# row_candidate_seq

row_candidate_seq, I/O nets highlighted:
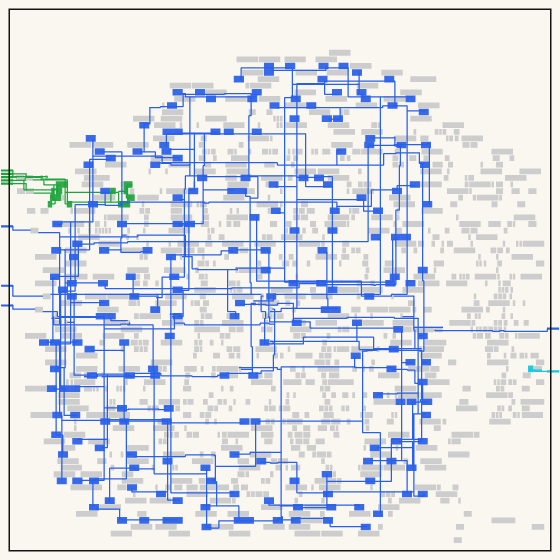

[config.mk]
export PLATFORM = sky130hd
export DESIGN_NAME = row_candidate_seq
export DESIGN_NICKNAME = d
export VERILOG_FILES = /design/src/rtl/rcs_pkg.sv /design/src/rtl/rcs_pick_next.sv /design/src/rtl/row_candidate_seq.sv
export SDC_FILE = /design/constraint.sdc
export NUM_CORES = 1
export LEC_CHECK = 0
export CORE_MARGIN = 2
export CORE_UTILIZATION = 25
export CTS_CLUSTER_SIZE = 24
export DETAILED_ROUTE_END_ITERATION = 16
export GPL_TIMING_DRIVEN = 0
export MAX_ROUTING_LAYER = met4
export PLACE_DENSITY = 0.36
export SYNTH_ARGS = -nofsm -noshare
export SYNTH_HDL_FRONTEND = slang
export SYNTH_HIERARCHICAL = 1
export SYNTH_SLANG_ARGS = --single-unit
export TNS_END_PERCENT = 100
[constraint.sdc]
create_clock -name clk -period 6.8 [get_ports clk]
set_input_delay 1.7 -clock clk [delete_from_list [all_inputs] [get_ports clk]]
set_output_delay 1.7 -clock clk [all_outputs]
set_load 0.05 [all_outputs]
[src/rtl/rcs_pkg.sv]
// Shared types and defaults for the row candidate sequencer.
// Holds the FSM encoding and the slot index width helper.
package rcs_pkg;

  typedef enum logic [1:0] {
    ST_IDLE,
    ST_LOOKUP,
    ST_EMIT
  } rcs_state_e;

  localparam int RCS_H_W        = 5;
  localparam int RCS_ID_W       = 4;
  localparam int RCS_MAX_CAND   = 3;
  localparam int RCS_MAX_HEIGHT = 16;

  localparam int ID_NONE = 0;

  function automatic int slot_w(input int n);
    return (n > 1) ? $clog2(n) : 1;
  endfunction

endpackage

[src/rtl/rcs_pick_next.sv]
// Lowest-set-bit picker over a slot mask.
// Reports the index, whether any bit is set, and whether others remain.
module rcs_pick_next
  import rcs_pkg::*;
#(
  parameter int N = RCS_MAX_CAND
) (
  input  logic [N-1:0]         mask,
  output logic [slot_w(N)-1:0] idx,
  output logic                 found,
  output logic                 more
);

  localparam int IW = slot_w(N);

  always_comb begin
    idx   = '0;
    found = |mask;
    more  = 1'b0;
    for (int i = N - 1; i >= 0; i--) begin
      if (mask[i]) idx = IW'(i);
    end
    for (int i = 0; i < N; i++) begin
      if (mask[i] && (IW'(i) != idx)) more = 1'b1;
    end
  end

endmodule

[src/rtl/row_candidate_seq.sv]
// Height-indexed candidate table with a streaming lookup response.
// Each request emits the nonzero slots of one row, or one "none" beat.
module row_candidate_seq
  import rcs_pkg::*;
#(
  parameter int H_W        = RCS_H_W,
  parameter int ID_W       = RCS_ID_W,
  parameter int MAX_CAND   = RCS_MAX_CAND,
  parameter int MAX_HEIGHT = RCS_MAX_HEIGHT
) (
  input  logic                        clk,
  input  logic                        rst_n,
  input  logic                        req_valid,
  output logic                        req_ready,
  input  logic [H_W-1:0]              req_height,
  output logic                        cand_valid,
  input  logic                        cand_ready,
  output logic [ID_W-1:0]             cand_id,
  output logic                        cand_last,
  output logic                        cand_none,
  input  logic                        cfg_we,
  input  logic [H_W-1:0]              cfg_height,
  input  logic [slot_w(MAX_CAND)-1:0] cfg_slot,
  input  logic [ID_W-1:0]             cfg_id,
  output logic                        busy
);

  localparam int SW = slot_w(MAX_CAND);

  typedef logic [MAX_CAND-1:0][ID_W-1:0] row_t;

  rcs_state_e state_q, state_d;
  logic [H_W-1:0] height_q, height_d;
  row_t snap_q, snap_d;
  logic [MAX_CAND-1:0] rem_q, rem_d;
  logic cand_valid_q, cand_valid_d;
  logic [ID_W-1:0] cand_id_q, cand_id_d;
  logic cand_last_q, cand_last_d;
  logic cand_none_q, cand_none_d;
  row_t tbl_q [MAX_HEIGHT+1];
  row_t tbl_d [MAX_HEIGHT+1];

  row_t row_sel;
  logic [MAX_CAND-1:0] row_mask;
  logic [MAX_CAND-1:0] pick_mask;
  row_t pick_src;
  logic [SW-1:0] pick_idx;
  logic pick_found;
  logic pick_more;
  logic [ID_W-1:0] pick_id;
  logic [MAX_CAND-1:0] pick_bit;

  always_comb begin
    tbl_d = tbl_q;
    for (int h = 0; h <= MAX_HEIGHT; h++) begin
      for (int s = 0; s < MAX_CAND; s++) begin
        if (cfg_we && int'(cfg_height) == h
            && int'(cfg_slot) == s) begin
          tbl_d[h][s] = cfg_id;
        end
      end
    end
  end

  // Out-of-range heights match no row and read as all zero.
  always_comb begin
    row_sel = '0;
    for (int h = 0; h <= MAX_HEIGHT; h++) begin
      if (int'(height_q) == h) row_sel = tbl_q[h];
    end
    for (int s = 0; s < MAX_CAND; s++) begin
      row_mask[s] = |row_sel[s];
    end
  end

  assign pick_mask = (state_q == ST_LOOKUP) ? row_mask : rem_q;
  assign pick_src  = (state_q == ST_LOOKUP) ? row_sel : snap_q;

  rcs_pick_next #(
    .N(MAX_CAND)
  ) u_pick (
    .mask (pick_mask),
    .idx  (pick_idx),
    .found(pick_found),
    .more (pick_more)
  );

  always_comb begin
    pick_id  = '0;
    pick_bit = '0;
    for (int s = 0; s < MAX_CAND; s++) begin
      if (int'(pick_idx) == s) begin
        pick_id     = pick_src[s];
        pick_bit[s] = 1'b1;
      end
    end
  end

  always_comb begin
    state_d      = state_q;
    height_d     = height_q;
    snap_d       = snap_q;
    rem_d        = rem_q;
    cand_valid_d = cand_valid_q;
    cand_id_d    = cand_id_q;
    cand_last_d  = cand_last_q;
    cand_none_d  = cand_none_q;
    unique case (state_q)
      ST_IDLE: begin
        if (req_valid) begin
          height_d = req_height;
          state_d  = ST_LOOKUP;
        end
      end
      ST_LOOKUP: begin
        snap_d       = row_sel;
        state_d      = ST_EMIT;
        cand_valid_d = 1'b1;
        if (pick_found) begin
          cand_id_d   = pick_id;
          cand_last_d = !pick_more;
          cand_none_d = 1'b0;
          rem_d       = row_mask & ~pick_bit;
        end else begin
          cand_id_d   = ID_W'(ID_NONE);
          cand_last_d = 1'b1;
          cand_none_d = 1'b1;
          rem_d       = '0;
        end
      end
      ST_EMIT: begin
        if (cand_valid_q && cand_ready) begin
          if (cand_last_q) begin
            state_d      = ST_IDLE;
            cand_valid_d = 1'b0;
            cand_id_d    = ID_W'(ID_NONE);
            cand_last_d  = 1'b0;
            cand_none_d  = 1'b0;
          end else begin
            cand_id_d   = pick_id;
            cand_last_d = !pick_more;
            rem_d       = rem_q & ~pick_bit;
          end
        end
      end
      default: state_d = ST_IDLE;
    endcase
  end

  always_ff @(posedge clk or negedge rst_n) begin
    if (!rst_n) begin
      state_q      <= ST_IDLE;
      height_q     <= '0;
      snap_q       <= '0;
      rem_q        <= '0;
      cand_valid_q <= 1'b0;
      cand_id_q    <= '0;
      cand_last_q  <= 1'b0;
      cand_none_q  <= 1'b0;
      for (int h = 0; h <= MAX_HEIGHT; h++) begin
        tbl_q[h] <= '0;
      end
    end else begin
      state_q      <= state_d;
      height_q     <= height_d;
      snap_q       <= snap_d;
      rem_q        <= rem_d;
      cand_valid_q <= cand_valid_d;
      cand_id_q    <= cand_id_d;
      cand_last_q  <= cand_last_d;
      cand_none_q  <= cand_none_d;
      tbl_q        <= tbl_d;
    end
  end

  assign req_ready  = (state_q == ST_IDLE);
  assign busy       = (state_q != ST_IDLE);
  assign cand_valid = cand_valid_q;
  assign cand_id    = cand_id_q;
  assign cand_last  = cand_last_q;
  assign cand_none  = cand_none_q;

endmodule

# exp_request_unit_flat

[config.mk]
export PLATFORM = sky130hd
export DESIGN_NAME = exp_request_unit_flat
export DESIGN_NICKNAME = d
export VERILOG_FILES = /design/src/rtl/exp_request_if.sv /design/src/rtl/exp_request_unit.sv /design/src/flat_wrapper.sv
export SDC_FILE = /design/constraint.sdc
export NUM_CORES = 1
export LEC_CHECK = 0
export CORE_ASPECT_RATIO = 1.75
export CORE_UTILIZATION = 40
export DETAILED_ROUTE_END_ITERATION = 8
export GPL_TIMING_DRIVEN = 0
export PLACE_DENSITY = 0.63
export SYNTH_ARGS = -nofsm -noshare
export SYNTH_HDL_FRONTEND = slang
export SYNTH_SLANG_ARGS = --single-unit
[constraint.sdc]
create_clock -name clk -period 4.4 [get_ports clk]
set_input_delay 0.44 -clock clk [delete_from_list [all_inputs] [get_ports clk]]
set_output_delay 0.44 -clock clk [all_outputs]
set_load 0.1 [all_outputs]
[src/rtl/exp_request_if.sv]
// exp_request_if: exception request/acknowledge handshake between the request unit and the CPU
interface exp_request_if;
  logic has_exp;
  logic is_eret;
  logic expSrc0;
  logic expSrc1;
  logic expSrc2;
  modport master (input has_exp, is_eret, output expSrc0, expSrc1, expSrc2);
  modport slave (output has_exp, is_eret, input expSrc0, expSrc1, expSrc2);
endinterface

[src/rtl/exp_request_unit.sv]
// exp_request_unit: debounces three request buttons and arbitrates them into one-at-a-time CPU exceptions
module exp_request_unit #(
  parameter int DEBOUNCE = 4
) (
  input  logic               clk,
  input  logic               rst,
  input  logic [2:0]         btn,
  exp_request_if.master      cpu,
  output logic [2:0]         pending,
  output logic [1:0]         active_id,
  output logic               busy,
  output logic [2:0]         overrun,
  output logic [15:0]        served_cnt
);
  typedef enum logic [1:0] {IDLE, REQ, SERVICE} state_t;
  state_t state_q;
  logic [2:0] sync1_q, sync2_q, deb_q, deb_d, deb_prev_q;
  logic [2:0][7:0] cnt_q, cnt_d;
  logic [2:0] ev, clr, pick;
  logic [2:0] pending_q, pending_d, overrun_q, overrun_d, exp_q;
  logic [1:0] active_id_q;
  logic busy_q;
  logic [15:0] served_q;
  // level flips only after DEBOUNCE consecutive disagreeing samples; any agreeing sample restarts the count
  always_comb begin
    deb_d = deb_q;
    cnt_d = '0;
    for (int i = 0; i < 3; i++) begin
      if (sync2_q[i] != deb_q[i]) begin
        if (cnt_q[i] == 8'(DEBOUNCE - 1)) deb_d[i] = ~deb_q[i];
        else cnt_d[i] = cnt_q[i] + 8'd1;
      end
    end
  end
  // rising debounced edges latch into pending; a set in the clearing cycle wins and is not an overrun
  always_comb begin
    ev = deb_q & ~deb_prev_q;
    clr = (state_q == REQ && cpu.has_exp) ? exp_q : 3'b000;
    pending_d = (pending_q & ~clr) | ev;
    overrun_d = overrun_q | (ev & pending_q & ~clr);
    pick = pending_q & (-pending_q);
  end
  // synchronizer, debounce and pending/overrun state
  always_ff @(posedge clk or negedge rst) begin
    if (!rst) begin
      sync1_q <= '0;
      sync2_q <= '0;
      deb_q <= '0;
      deb_prev_q <= '0;
      cnt_q <= '0;
      pending_q <= '0;
      overrun_q <= '0;
    end else begin
      sync1_q <= btn;
      sync2_q <= sync1_q;
      deb_q <= deb_d;
      deb_prev_q <= deb_q;
      cnt_q <= cnt_d;
      pending_q <= pending_d;
      overrun_q <= overrun_d;
    end
  end
  // request handshake FSM; arbitration happens only in IDLE so an active request is never preempted
  always_ff @(posedge clk or negedge rst) begin
    if (!rst) begin
      state_q <= IDLE;
      exp_q <= '0;
      active_id_q <= 2'd3;
      busy_q <= 1'b0;
      served_q <= '0;
    end else begin
      case (state_q)
        IDLE: if (|pending_q) begin
          state_q <= REQ;
          busy_q <= 1'b1;
          exp_q <= pick;
          active_id_q <= pick[0] ? 2'd0 : pick[1] ? 2'd1 : 2'd2;
        end
        REQ: if (cpu.has_exp) begin
          state_q <= SERVICE;
          exp_q <= '0;
          served_q <= served_q + 16'd1;
        end
        SERVICE: if (cpu.is_eret) begin
          state_q <= IDLE;
          busy_q <= 1'b0;
          active_id_q <= 2'd3;
        end
        default: state_q <= IDLE;
      endcase
    end
  end
  assign cpu.expSrc0 = exp_q[0];
  assign cpu.expSrc1 = exp_q[1];
  assign cpu.expSrc2 = exp_q[2];
  assign pending = pending_q;
  assign overrun = overrun_q;
  assign active_id = active_id_q;
  assign busy = busy_q;
  assign served_cnt = served_q;
endmodule

[src/flat_wrapper.sv]
// flat-port wrapper written by rule: the top's interface ports become plain ports
module exp_request_unit_flat 
#(
  parameter int DEBOUNCE = 4
)
  (clk, rst, btn, pending, active_id, busy, overrun, served_cnt, cpu_has_exp, cpu_is_eret, cpu_expSrc0, cpu_expSrc1, cpu_expSrc2);
  exp_request_if cpu_i ();
  input  logic clk;
  input  logic rst;
  input  logic [2:0] btn;
  output logic [2:0] pending;
  output logic [1:0] active_id;
  output logic busy;
  output logic [2:0] overrun;
  output logic [15:0] served_cnt;
  input wire logic [$bits(cpu_i.has_exp)-1:0] cpu_has_exp;
  input wire logic [$bits(cpu_i.is_eret)-1:0] cpu_is_eret;
  output wire logic [$bits(cpu_i.expSrc0)-1:0] cpu_expSrc0;
  output wire logic [$bits(cpu_i.expSrc1)-1:0] cpu_expSrc1;
  output wire logic [$bits(cpu_i.expSrc2)-1:0] cpu_expSrc2;
  assign cpu_i.has_exp = cpu_has_exp;
  assign cpu_i.is_eret = cpu_is_eret;
  assign cpu_expSrc0 = cpu_i.expSrc0;
  assign cpu_expSrc1 = cpu_i.expSrc1;
  assign cpu_expSrc2 = cpu_i.expSrc2;
  exp_request_unit #(.DEBOUNCE(DEBOUNCE)) u_core (.clk(clk), .rst(rst), .btn(btn), .cpu(cpu_i), .pending(pending), .active_id(active_id), .busy(busy), .overrun(overrun), .served_cnt(served_cnt));
endmodule
# yapp_router_n

===== src/rtl/yapp_router_n_pkg.sv =====
// +--------------------------------------------------------------------------+
// | yapp_router_n_pkg : FSM states, HBUS register map and reset values       |
// | Revision 1.0                                                             |
// +--------------------------------------------------------------------------+
`default_nettype none

package yapp_router_n_pkg;

  typedef enum logic [1:0] {
    ST_IDLE    = 2'd0,
    ST_PAYLOAD = 2'd1,
    ST_PARITY  = 2'd2,
    ST_DROP    = 2'd3
  } state_t;

  localparam logic [7:0] c_reg_maxpktsize = 8'h00;
  localparam logic [7:0] c_reg_router_en  = 8'h01;
  localparam logic [7:0] c_reg_drop_cnt   = 8'h02;
  localparam logic [7:0] c_reg_perr_cnt   = 8'h03;

  localparam logic [7:0] MAXPKTSIZE_RST = 8'h3F;
  localparam logic       ROUTER_EN_RST  = 1'b0;

endpackage

`default_nettype wire


===== src/rtl/yapp_fifo.sv =====
// +--------------------------------------------------------------------------+
// | yapp_fifo : synchronous first-word-fall-through FIFO with full/empty     |
// | Revision 1.0                                                             |
// +--------------------------------------------------------------------------+
`default_nettype none

module yapp_fifo #(
  parameter int WIDTH = 8,
  parameter int DEPTH = 16
) (
  input  logic             clock,
  input  logic             reset,
  input  logic             push,
  input  logic [WIDTH-1:0] wr_data,
  input  logic             pop,
  output logic [WIDTH-1:0] rd_data,
  output logic             full,
  output logic             empty
);

  localparam int              c_aw      = $clog2(DEPTH);
  localparam logic [c_aw:0]   c_depth   = (c_aw+1)'(DEPTH);
  localparam logic [c_aw:0]   c_cnt_one = (c_aw+1)'(1);
  localparam logic [c_aw-1:0] c_ptr_one = c_aw'(1);

  logic [WIDTH-1:0] r_mem [DEPTH];
  logic [c_aw-1:0]  r_wr_ptr;
  logic [c_aw-1:0]  r_rd_ptr;
  logic [c_aw:0]    r_count;
  logic             w_push;
  logic             w_pop;

  assign full    = (r_count == c_depth);
  assign empty   = (r_count == '0);
  assign w_push  = push & ~full;
  assign w_pop   = pop & ~empty;
  // Head is forced to zero while empty so the output bus is quiet when invalid
  assign rd_data = empty ? '0 : r_mem[r_rd_ptr];

  always_ff @(posedge clock) begin
    if (w_push) r_mem[r_wr_ptr] <= wr_data;
  end

  always_ff @(posedge clock or negedge reset) begin
    if (!reset) begin
      r_wr_ptr <= '0;
      r_rd_ptr <= '0;
      r_count  <= '0;
    end else begin
      if (w_push) r_wr_ptr <= r_wr_ptr + c_ptr_one;
      if (w_pop)  r_rd_ptr <= r_rd_ptr + c_ptr_one;
      if (w_push && !w_pop)      r_count <= r_count + c_cnt_one;
      else if (!w_push && w_pop) r_count <= r_count - c_cnt_one;
    end
  end

endmodule

`default_nettype wire


===== src/rtl/yapp_router_n.sv =====
// +--------------------------------------------------------------------------+
// | yapp_router_n : YAPP packet router to NUM_CH FIFOs, HBUS configuration.  |
// | YAPP_ROUTER_N_STATS_EN adds drop / parity-error counters. Revision 1.0   |
// +--------------------------------------------------------------------------+
`default_nettype none

module yapp_router_n #(
  parameter int NUM_CH     = 3,
  parameter int DATA_W     = 8,
  parameter int ADDR_W     = 2,
  parameter int FIFO_DEPTH = 16
) (
  input  logic                     clock,
  input  logic                     reset,
  input  logic [DATA_W-1:0]        in_data,
  input  logic                     in_data_vld,
  output logic                     in_suspend,
  output logic [NUM_CH*DATA_W-1:0] data,
  output logic [NUM_CH-1:0]        data_vld,
  input  logic [NUM_CH-1:0]        suspend,
  input  logic [7:0]               haddr,
  input  logic [7:0]               hdata_w,
  output logic [7:0]               hdata_r,
  input  logic                     hen,
  input  logic                     hwr_rd,
  output logic                     error
);
  import yapp_router_n_pkg::*;

  localparam int                c_len_w   = DATA_W - ADDR_W;
  localparam logic [ADDR_W:0]   c_num_ch  = (ADDR_W+1)'(NUM_CH);
  localparam logic [c_len_w:0]  c_cnt_one = (c_len_w+1)'(1);

  state_t              r_state, w_state_nxt;
  logic [c_len_w:0]    r_cnt, w_cnt_nxt;
  logic [ADDR_W-1:0]   r_addr;
  logic [DATA_W-1:0]   r_xor;
  logic [7:0]          r_maxpktsize;
  logic                r_router_en;
  logic                r_error;
  logic [7:0]          r_hdata_r;
  logic [7:0]          w_rd_mux;
  logic [NUM_CH-1:0]   w_full, w_empty, w_push, w_pop, w_sel;
  logic [ADDR_W-1:0]   w_hdr_addr, w_wr_addr;
  logic [c_len_w-1:0]  w_hdr_len;
  logic                w_accept, w_legal, w_wr_en, w_drop_inc, w_par_err;

  assign w_hdr_addr = in_data[ADDR_W-1:0];
  assign w_hdr_len  = in_data[DATA_W-1:ADDR_W];
  assign w_accept   = in_data_vld & ~in_suspend;
  assign w_legal    = r_router_en & ({1'b0, w_hdr_addr} < c_num_ch)
                    & ({8'b0, w_hdr_len} <= {{c_len_w{1'b0}}, r_maxpktsize});
  assign w_wr_addr  = (r_state == ST_IDLE) ? w_hdr_addr : r_addr;
  assign error      = r_error;
  assign hdata_r    = r_hdata_r;

  always_comb begin
    in_suspend = 1'b1;
    if (reset) begin
      case (r_state)
        ST_IDLE:               in_suspend = |w_full;
        ST_PAYLOAD, ST_PARITY: in_suspend = |(w_full & w_sel);
        default:               in_suspend = 1'b0;
      endcase
    end
  end

  always_ff @(posedge clock or negedge reset) begin
    if (!reset) r_state <= ST_IDLE;
    else        r_state <= w_state_nxt;
  end

  always_comb begin
    w_state_nxt = r_state;
    w_cnt_nxt   = r_cnt;
    w_wr_en     = 1'b0;
    w_drop_inc  = 1'b0;
    w_par_err   = 1'b0;
    if (w_accept) begin
      case (r_state)
        ST_IDLE: begin
          if (w_legal) begin
            w_wr_en     = 1'b1;
            w_cnt_nxt   = {1'b0, w_hdr_len};
            w_state_nxt = (w_hdr_len == '0) ? ST_PARITY : ST_PAYLOAD;
          end else begin
            // Drop covers the payload plus the trailing parity byte
            w_drop_inc  = 1'b1;
            w_cnt_nxt   = {1'b0, w_hdr_len} + c_cnt_one;
            w_state_nxt = ST_DROP;
          end
        end
        ST_PAYLOAD: begin
          w_wr_en   = 1'b1;
          w_cnt_nxt = r_cnt - c_cnt_one;
          if (r_cnt == c_cnt_one) w_state_nxt = ST_PARITY;
        end
        ST_PARITY: begin
          w_wr_en     = 1'b1;
          w_par_err   = ((r_xor ^ in_data) != '0);
          w_state_nxt = ST_IDLE;
        end
        default: begin
          w_cnt_nxt = r_cnt - c_cnt_one;
          if (r_cnt == c_cnt_one) w_state_nxt = ST_IDLE;
        end
      endcase
    end
  end

  always_ff @(posedge clock or negedge reset) begin
    if (!reset) begin
      r_cnt   <= '0;
      r_addr  <= '0;
      r_xor   <= '0;
      r_error <= 1'b0;
    end else begin
      r_cnt   <= w_cnt_nxt;
      r_error <= w_par_err;
      if (w_accept) begin
        if (r_state == ST_IDLE) begin
          r_addr <= w_hdr_addr;
          r_xor  <= in_data;
        end else begin
          r_xor  <= r_xor ^ in_data;
        end
      end
    end
  end

  for (genvar i = 0; i < NUM_CH; i++) begin : g_ch
    assign w_sel[i]    = (r_addr == ADDR_W'(i));
    assign w_push[i]   = w_wr_en & (w_wr_addr == ADDR_W'(i));
    assign w_pop[i]    = ~w_empty[i] & ~suspend[i];
    assign data_vld[i] = ~w_empty[i];

    yapp_fifo #(
      .WIDTH (DATA_W),
      .DEPTH (FIFO_DEPTH)
    ) u_fifo (
      .clock   (clock),
      .reset   (reset),
      .push    (w_push[i]),
      .wr_data (in_data),
      .pop     (w_pop[i]),
      .rd_data (data[i*DATA_W +: DATA_W]),
      .full    (w_full[i]),
      .empty   (w_empty[i])
    );
  end

`ifdef YAPP_ROUTER_N_STATS_EN
  logic [7:0] r_drop_cnt, r_perr_cnt;
  logic       w_drop_clr, w_perr_clr;

  assign w_drop_clr = hen & hwr_rd & (haddr == c_reg_drop_cnt);
  assign w_perr_clr = hen & hwr_rd & (haddr == c_reg_perr_cnt);

  // Saturating counters; a software clear beats a same-cycle increment
  always_ff @(posedge clock or negedge reset) begin
    if (!reset) begin
      r_drop_cnt <= '0;
      r_perr_cnt <= '0;
    end else begin
      if (w_drop_clr)                             r_drop_cnt <= '0;
      else if (w_drop_inc && r_drop_cnt != 8'hFF) r_drop_cnt <= r_drop_cnt + 8'd1;
      if (w_perr_clr)                             r_perr_cnt <= '0;
      else if (w_par_err && r_perr_cnt != 8'hFF)  r_perr_cnt <= r_perr_cnt + 8'd1;
    end
  end
`else
  logic w_unused_stats;
  assign w_unused_stats = w_drop_inc;
`endif

  always_comb begin
    w_rd_mux = '0;
    case (haddr)
      c_reg_maxpktsize: w_rd_mux = r_maxpktsize;
      c_reg_router_en:  w_rd_mux = {7'b0, r_router_en};
`ifdef YAPP_ROUTER_N_STATS_EN
      c_reg_drop_cnt:   w_rd_mux = r_drop_cnt;
      c_reg_perr_cnt:   w_rd_mux = r_perr_cnt;
`endif
      default:          w_rd_mux = '0;
    endcase
  end

  always_ff @(posedge clock or negedge reset) begin
    if (!reset) begin
      r_maxpktsize <= MAXPKTSIZE_RST;
      r_router_en  <= ROUTER_EN_RST;
      r_hdata_r    <= '0;
    end else begin
      if (hen && hwr_rd) begin
        case (haddr)
          c_reg_maxpktsize: r_maxpktsize <= hdata_w;
          c_reg_router_en:  r_router_en  <= hdata_w[0];
          default: ;
        endcase
      end
      if (hen && !hwr_rd) r_hdata_r <= w_rd_mux;
    end
  end

endmodule

`default_nettype wire


===== config.mk =====
export PLATFORM = sky130hd
export DESIGN_NAME = yapp_router_n
export DESIGN_NICKNAME = d
export VERILOG_FILES = /design/src/rtl/yapp_router_n_pkg.sv /design/src/rtl/yapp_fifo.sv /design/src/rtl/yapp_router_n.sv
export SDC_FILE = /design/constraint.sdc
export NUM_CORES = 1
export LEC_CHECK = 0
export CAP_MARGIN = 20
export CORE_ASPECT_RATIO = 0.9
export CORE_MARGIN = 4
export CORE_UTILIZATION = 61
export DETAILED_ROUTE_END_ITERATION = 10
export PLACE_DENSITY = 0.8
export SYNTH_ARGS = -nofsm -noshare
export SYNTH_HDL_FRONTEND = slang
export SYNTH_SLANG_ARGS = --single-unit

===== constraint.sdc =====
create_clock -name clock -period 4.97 [get_ports clock]
set_input_delay 0.994 -clock clock [delete_from_list [all_inputs] [get_ports clock]]
set_output_delay 0.994 -clock clock [all_outputs]
set_load 0.01 [all_outputs]

exp_request_unit_flat, I/O nets highlighted:
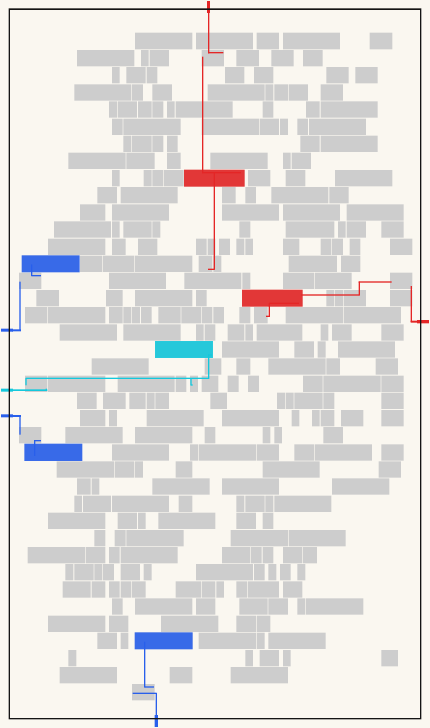
- blue: `btn` (bits 3; direction input; end cells 3; buffers 3; wire 35.0 µm)
- red: `active_id` (bits 2; direction output; end cells 2; buffers 2; wire 79.6 µm)
- cyan: `cpu_expSrc1` (bits 1; direction output; end cells 1; buffers 1; wire 40.9 µm)
I/O pin count: 35
# port buffers: 34

exp_request_unit_flat, wire density map:
Scale bar: 20 µm. The die is cut into 13 by 22 equal tiles; dark purple is low, yellow is high, scaled to the fullest tile. Values are wire area over tile area, all layers added.
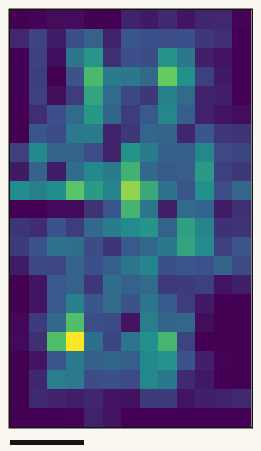
- densest ninth of the die: centre
- emptiest ninth of the die: south-east
- mean over tiles: 0.11
- nearly empty tiles: 15%
- fullest tile: 0.47
- tiles over half the peak: 8.0%

==> flow_summary.toml, exp_request_unit_flat <==
# synthesis and place-and-route metrics
[run_status]
outcome = "complete, no violations"

[synthesis]
ys_cells = 239
yosys.area.top_type_share_pct = 57.5
mux_share_pct = 1.21

[grt]
gr-usage-met1_pct = 19.0

[final_timing]
slew_viol_final = 0
slew_headroom_pct = 33.4
hold_viol = 0
min_period_ps = 2440

[power]
powerComb_uw = 838
power_frac_seq_pct = 37.1

[finish]
antenna_cells = 0
sh_comb_area_pct = 31.3
layout_top_cell = "dfrtp_1"
largest_reg_flops = 24
inverters_excl_clock = 6

[setup_path]
path_max_fanout = 3
slowest_delay_ps = 1130
cp.arrival_ps = 2000

[detailed_routing]
detail_route.vias_per_cell = 5.07
route.detailed.drc = 0

[die]
die_y_um = 112

[clock_tree]
hold_buffers = 0

[worst_hold_path]
hold_class = "input port to async pin"
yapp_router_n, congestion heat map:
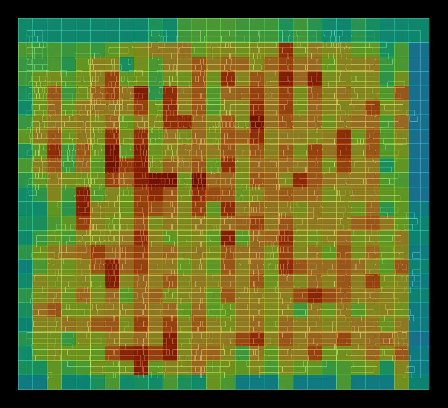
met2 usage: 39.5%
fin util: 70.6%
WL per Instance: 25.4 µm
met1 usage: 33.9%

==> flow_summary.toml, yapp_router_n <==
# synthesis and place-and-route metrics
[run_status]
outcome = "complete, no violations"

[finish]
top_register = "g_ch.u_fifo.r_mem"
final_cells = 1604
clock_cell_area_share_pct = 6.41
fillers = 1897
seq_cell_count = 460

[detailed_routing]
drt_pass1_iterations = 5
m1WireLength_um = 15900
met2RoutedLength_um = 20500
first_iter_violations = 971

[placed_design]
place_congestion = 0.822
dpl_cell_area_mm2 = 0.0206
dpl.hpwl_um = 24900

[die]
tapcell.inserted = 409
coreArea_mm2 = 0.0311

[setup_path]
r2r_end = "g_ch[2].u_fifo.r_count[4]"
path_max_fanout = 18
critPathSlowestCell = "dfrtp_2"

[power]
p_sw_share_pct = 29.7

[clock_tree]
cts_tree = "built"

[synthesis]
synthTopCellsByArea = "edfxtp_1 59%, mux4_2 14%, dfrtp_1 9.0%, ha_1 2.6%, xnor2_1 1.3%"
yosys.area.top_type_share_pct = 59.4
row_candidate_seq, placement by cell class:
Scale bar: 50 µm.
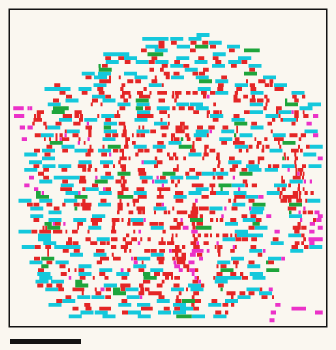
- red: remaining logic cells (cells 777; share of their area 43%)
- cyan: sequential cells (cells 233; share of their area 43%)
- magenta: remaining buffers and delay cells (cells 99; share of their area 5.2%)
- green: clock drivers and dummy loads (cells 56; share of their area 8.1%)

## Picture notes: 'I/O nets highlighted' of row_candidate_seq
- cyan: `req_valid` (bits 1; direction input; end cells 1; buffers 1; wire 12.4 µm)
- green: `cfg_height` (bits 5; direction input; end cells 15; buffers 5; wire 237 µm)
- blue: `cfg_id` (bits 4; direction input; end cells 204; buffers 24; wire 6020 µm)
# port buffers: 27
I/O pin count: 30

==> flow_summary.toml, row_candidate_seq <==
# synthesis and place-and-route metrics
[clock_tree]
cts_buffers = 31
cts_sinks = 233
hold_buffers = 0
cts-root-buf = "clkbuf_16"

[detailed_routing]
route.detailed.drc = 0
dr_wl_met3_um = 2710
wl_per_cell_um = 28.2

[setup_path]
rrSetupSlack_ps = 1870
slowest_delay_ps = 540
path_max_fanout = 10
crit_type = "flop to flop"
crit_chain = "buf_4, buf_2, mux2_2, nand2_1, o221ai_1, o21ai_0, a21oi_2, nor4b_2, o21ai_1, or3_1, a21oi_1, nor2_1, a21boi_0, o21ai_0, o211ai_1"
worstReg2RegStart = "height_q[1]"

[synthesis]
yosysWarnings = 6
synthXorXnorAreaFrac_pct = 0
ys_top_cells_by_count = "233 x dfrtp_1, 214 x mux2_2, 87 x nand2_1"

[finish]
sh_seq_area_pct = 41.1
buffer_area_share_pct = 4.90

[worst_hold_path]
worstHoldStart = "snap_q[10]"

[grt]
track_usage_pct = 20.9
grt_busiest_layer = "met2"

[run_status]
outcome = "complete, no violations"

# alu_arbiter

alu_arbiter, wire density map:
Scale bar: 20 µm. The die is cut into 15 by 15 equal tiles; dark purple is low, yellow is high, scaled to the fullest tile. Values are wire area over tile area, all layers added.
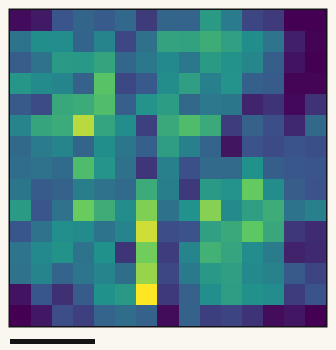
<file path="config.mk">
export PLATFORM = sky130hd
export DESIGN_NAME = alu_arbiter
export DESIGN_NICKNAME = d
export VERILOG_FILES = /design/src/rtl/alu_arbiter.sv
export SDC_FILE = /design/constraint.sdc
export NUM_CORES = 1
export LEC_CHECK = 0
export CORE_UTILIZATION = 45
export DETAILED_ROUTE_END_ITERATION = 10
export PLACE_DENSITY_LB_ADDON = 0.15
export SYNTH_ARGS = -nofsm -noshare
export SYNTH_HDL_FRONTEND = slang
export SYNTH_SLANG_ARGS = --single-unit
export TNS_END_PERCENT = 1
</file>
<file path="constraint.sdc">
create_clock -name clk -period 2.8 [get_ports clk]
set_clock_uncertainty 0.1 [all_clocks]
set_input_delay 0.56 -clock clk [delete_from_list [all_inputs] [get_ports clk]]
set_output_delay 0.56 -clock clk [all_outputs]
set_load 0.1 [all_outputs]
</file>
<file path="src/rtl/alu_arbiter.sv">
// Two-requester arbiter in front of one shared combinational ALU; one transaction in flight.
// Define ALU_ARB_FIXED_PRIORITY_EN to make requester 0 win every tie instead of round-robin.
//
// state | meaning
// IDLE  | waiting for a request; ready raised for the granted requester
// EXEC  | registered operands drive the ALU; result captured at end of cycle
// RESP  | response held for the served requester until it is consumed
module alu_arbiter #(
  parameter int DW = 8
) (
  input  logic          clk,
  input  logic          reset_n,
  input  logic          req0_valid_i,
  output logic          req0_ready_o,
  input  logic [DW-1:0] req0_a_i,
  input  logic [DW-1:0] req0_b_i,
  input  logic [2:0]    req0_op_i,
  input  logic          req1_valid_i,
  output logic          req1_ready_o,
  input  logic [DW-1:0] req1_a_i,
  input  logic [DW-1:0] req1_b_i,
  input  logic [2:0]    req1_op_i,
  output logic          rsp0_valid_o,
  input  logic          rsp0_ready_i,
  output logic [DW-1:0] rsp0_data_o,
  output logic          rsp0_err_o,
  output logic          rsp1_valid_o,
  input  logic          rsp1_ready_i,
  output logic [DW-1:0] rsp1_data_o,
  output logic          rsp1_err_o,
  output logic [DW-1:0] alu_a_o,
  output logic [DW-1:0] alu_b_o,
  output logic [2:0]    alu_op_o,
  input  logic [DW-1:0] alu_res_i,
  output logic [15:0]   ops_cnt_o
);

  typedef enum logic [1:0] {
    IDLE = 2'd0,
    EXEC = 2'd1,
    RESP = 2'd2
  } state_t;

  state_t          state_q, state_d;
  logic            gnt0, gnt1;
  logic            sel_q;
  logic            err_q;
  logic [DW-1:0]   a_q, b_q, res_q;
  logic [2:0]      op_q;
  logic [15:0]     ops_cnt_q;
  logic            rsp_hs;

`ifdef ALU_ARB_FIXED_PRIORITY_EN
  assign gnt1 = req1_valid_i & ~req0_valid_i;
`else
  logic last_q;
  // On a tie requester 1 wins only when requester 0 was served last.
  assign gnt1 = req1_valid_i & (~req0_valid_i | ~last_q);
`endif
  assign gnt0 = req0_valid_i & ~gnt1;

  assign rsp_hs    = (state_q == RESP) & (sel_q ? rsp1_ready_i : rsp0_ready_i);
  assign ops_cnt_o = ops_cnt_q;

  always_ff @(posedge clk or negedge reset_n) begin
    if (!reset_n) state_q <= IDLE;
    else          state_q <= state_d;
  end

  always_comb begin
    state_d      = state_q;
    req0_ready_o = 1'b0;
    req1_ready_o = 1'b0;
    alu_a_o      = '0;
    alu_b_o      = '0;
    alu_op_o     = '0;
    rsp0_valid_o = 1'b0;
    rsp1_valid_o = 1'b0;
    case (state_q)
      IDLE: begin
        // Gate with reset so the ready outputs stay low while reset is held.
        req0_ready_o = gnt0 & reset_n;
        req1_ready_o = gnt1 & reset_n;
        if (gnt0 | gnt1) state_d = EXEC;
      end
      EXEC: begin
        alu_a_o  = a_q;
        alu_b_o  = b_q;
        alu_op_o = op_q;
        state_d  = RESP;
      end
      RESP: begin
        rsp0_valid_o = ~sel_q;
        rsp1_valid_o = sel_q;
        if (rsp_hs) state_d = IDLE;
      end
      default: state_d = IDLE;
    endcase
    rsp0_data_o = rsp0_valid_o ? res_q : '0;
    rsp1_data_o = rsp1_valid_o ? res_q : '0;
    rsp0_err_o  = rsp0_valid_o & err_q;
    rsp1_err_o  = rsp1_valid_o & err_q;
  end

  always_ff @(posedge clk or negedge reset_n) begin
    if (!reset_n) begin
      a_q       <= '0;
      b_q       <= '0;
      op_q      <= '0;
      sel_q     <= 1'b0;
      res_q     <= '0;
      err_q     <= 1'b0;
      ops_cnt_q <= '0;
`ifndef ALU_ARB_FIXED_PRIORITY_EN
      last_q    <= 1'b1;
`endif
    end else begin
      if ((state_q == IDLE) && (gnt0 | gnt1)) begin
        a_q   <= gnt1 ? req1_a_i  : req0_a_i;
        b_q   <= gnt1 ? req1_b_i  : req0_b_i;
        op_q  <= gnt1 ? req1_op_i : req0_op_i;
        sel_q <= gnt1;
      end
      if (state_q == EXEC) begin
        err_q <= (op_q == 3'd7);
        res_q <= (op_q == 3'd7) ? '0 : alu_res_i;
      end
      if (rsp_hs) begin
        ops_cnt_q <= ops_cnt_q + 16'd1;
`ifndef ALU_ARB_FIXED_PRIORITY_EN
        last_q    <= sel_q;
`endif
      end
    end
  end

endmodule
</file>
==> flow_summary.toml <==
# synthesis and place-and-route metrics
[clock_tree]
htree_num_levels = 2
hold_buffers = 1

[worst_hold_path]
min_path_cells = 1
worstHoldStart = "ops_cnt_o[15]"

[power]
p_comb_share_pct = 67.3
powerSeq_uw = 1190
powerClk_uw = 436
leakagePower_uw = 0.00179

[grt]
grt_max_degree = 46
grt_use_met2_pct = 38.1

[die]
tapcell.inserted = 70
boundaryPins = 109

[final_timing]
finalSetupViolations = 0
finalCritPeriodShare_pct = 86.4
max_slew.worst_pin.slew_ps = 750
min_period_ps = 2420
slew_viol_final = 0

[finish]
final_cells = 412
clock_cell_area_share_pct = 2.44

[synthesis]
top_logic_kind = "simple AND/OR/NAND/NOR gates"
synth-async-reset-ratio_pct = 100
ys_cells = 234

[detailed_routing]
dr_wl_met3_um = 439

[run_status]
outcome = "complete, no violations"

[setup_path]
endpoint = "rsp1_valid_o"
path_max_fanout = 13
crit_start = "sel_q"
cp-end-kind = "output port"

[placed_design]
placed_cells = 403
## Picture notes: 'wire density map' of alu_arbiter
- tiles over half the peak: 26%
- emptiest ninth of the die: north-east
- nearly empty tiles: 3.6%
- fullest tile: 0.46
- mean over tiles: 0.18
WL per Instance: 14.7 µm
vias: 2107
Routed WL: 6060 µm



==> gallery <==
Cells by drive strength.
(a)
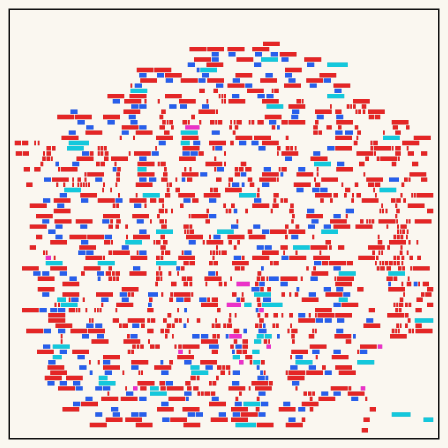
(b)
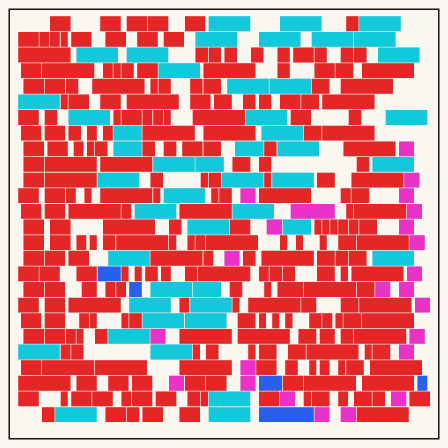
(c)
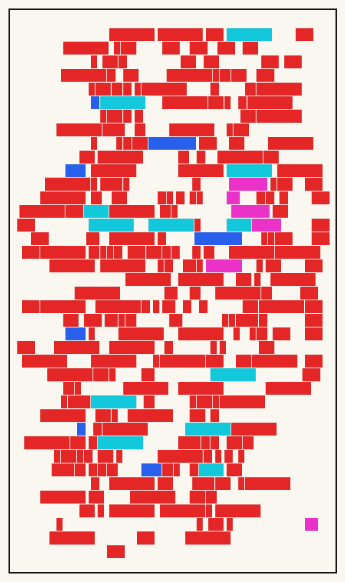
(d)
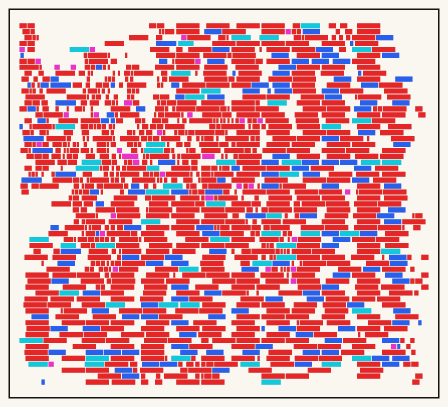
| picture | from |
|---|---|
| (d) | yapp_router_n |
| (a) | row_candidate_seq |
| (b) | alu_arbiter |
| (c) | exp_request_unit_flat |


==> layout pictures side by side <==
Congestion heat map.
shot_01.png
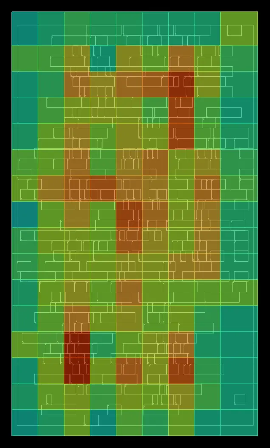
shot_02.png
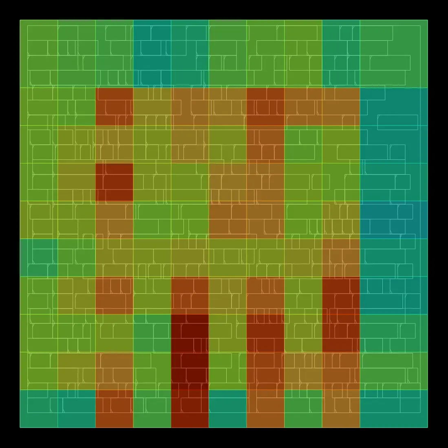
shot_03.png
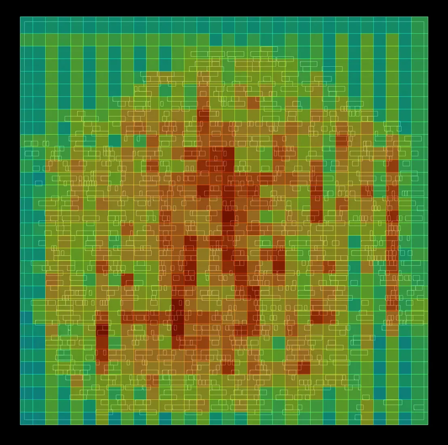
The one with the lowest utilization is shot_03.png.
The one with the most wire per cell is shot_03.png.
shot_03.png comes from row_candidate_seq.
shot_02.png comes from alu_arbiter.
shot_01.png comes from exp_request_unit_flat.

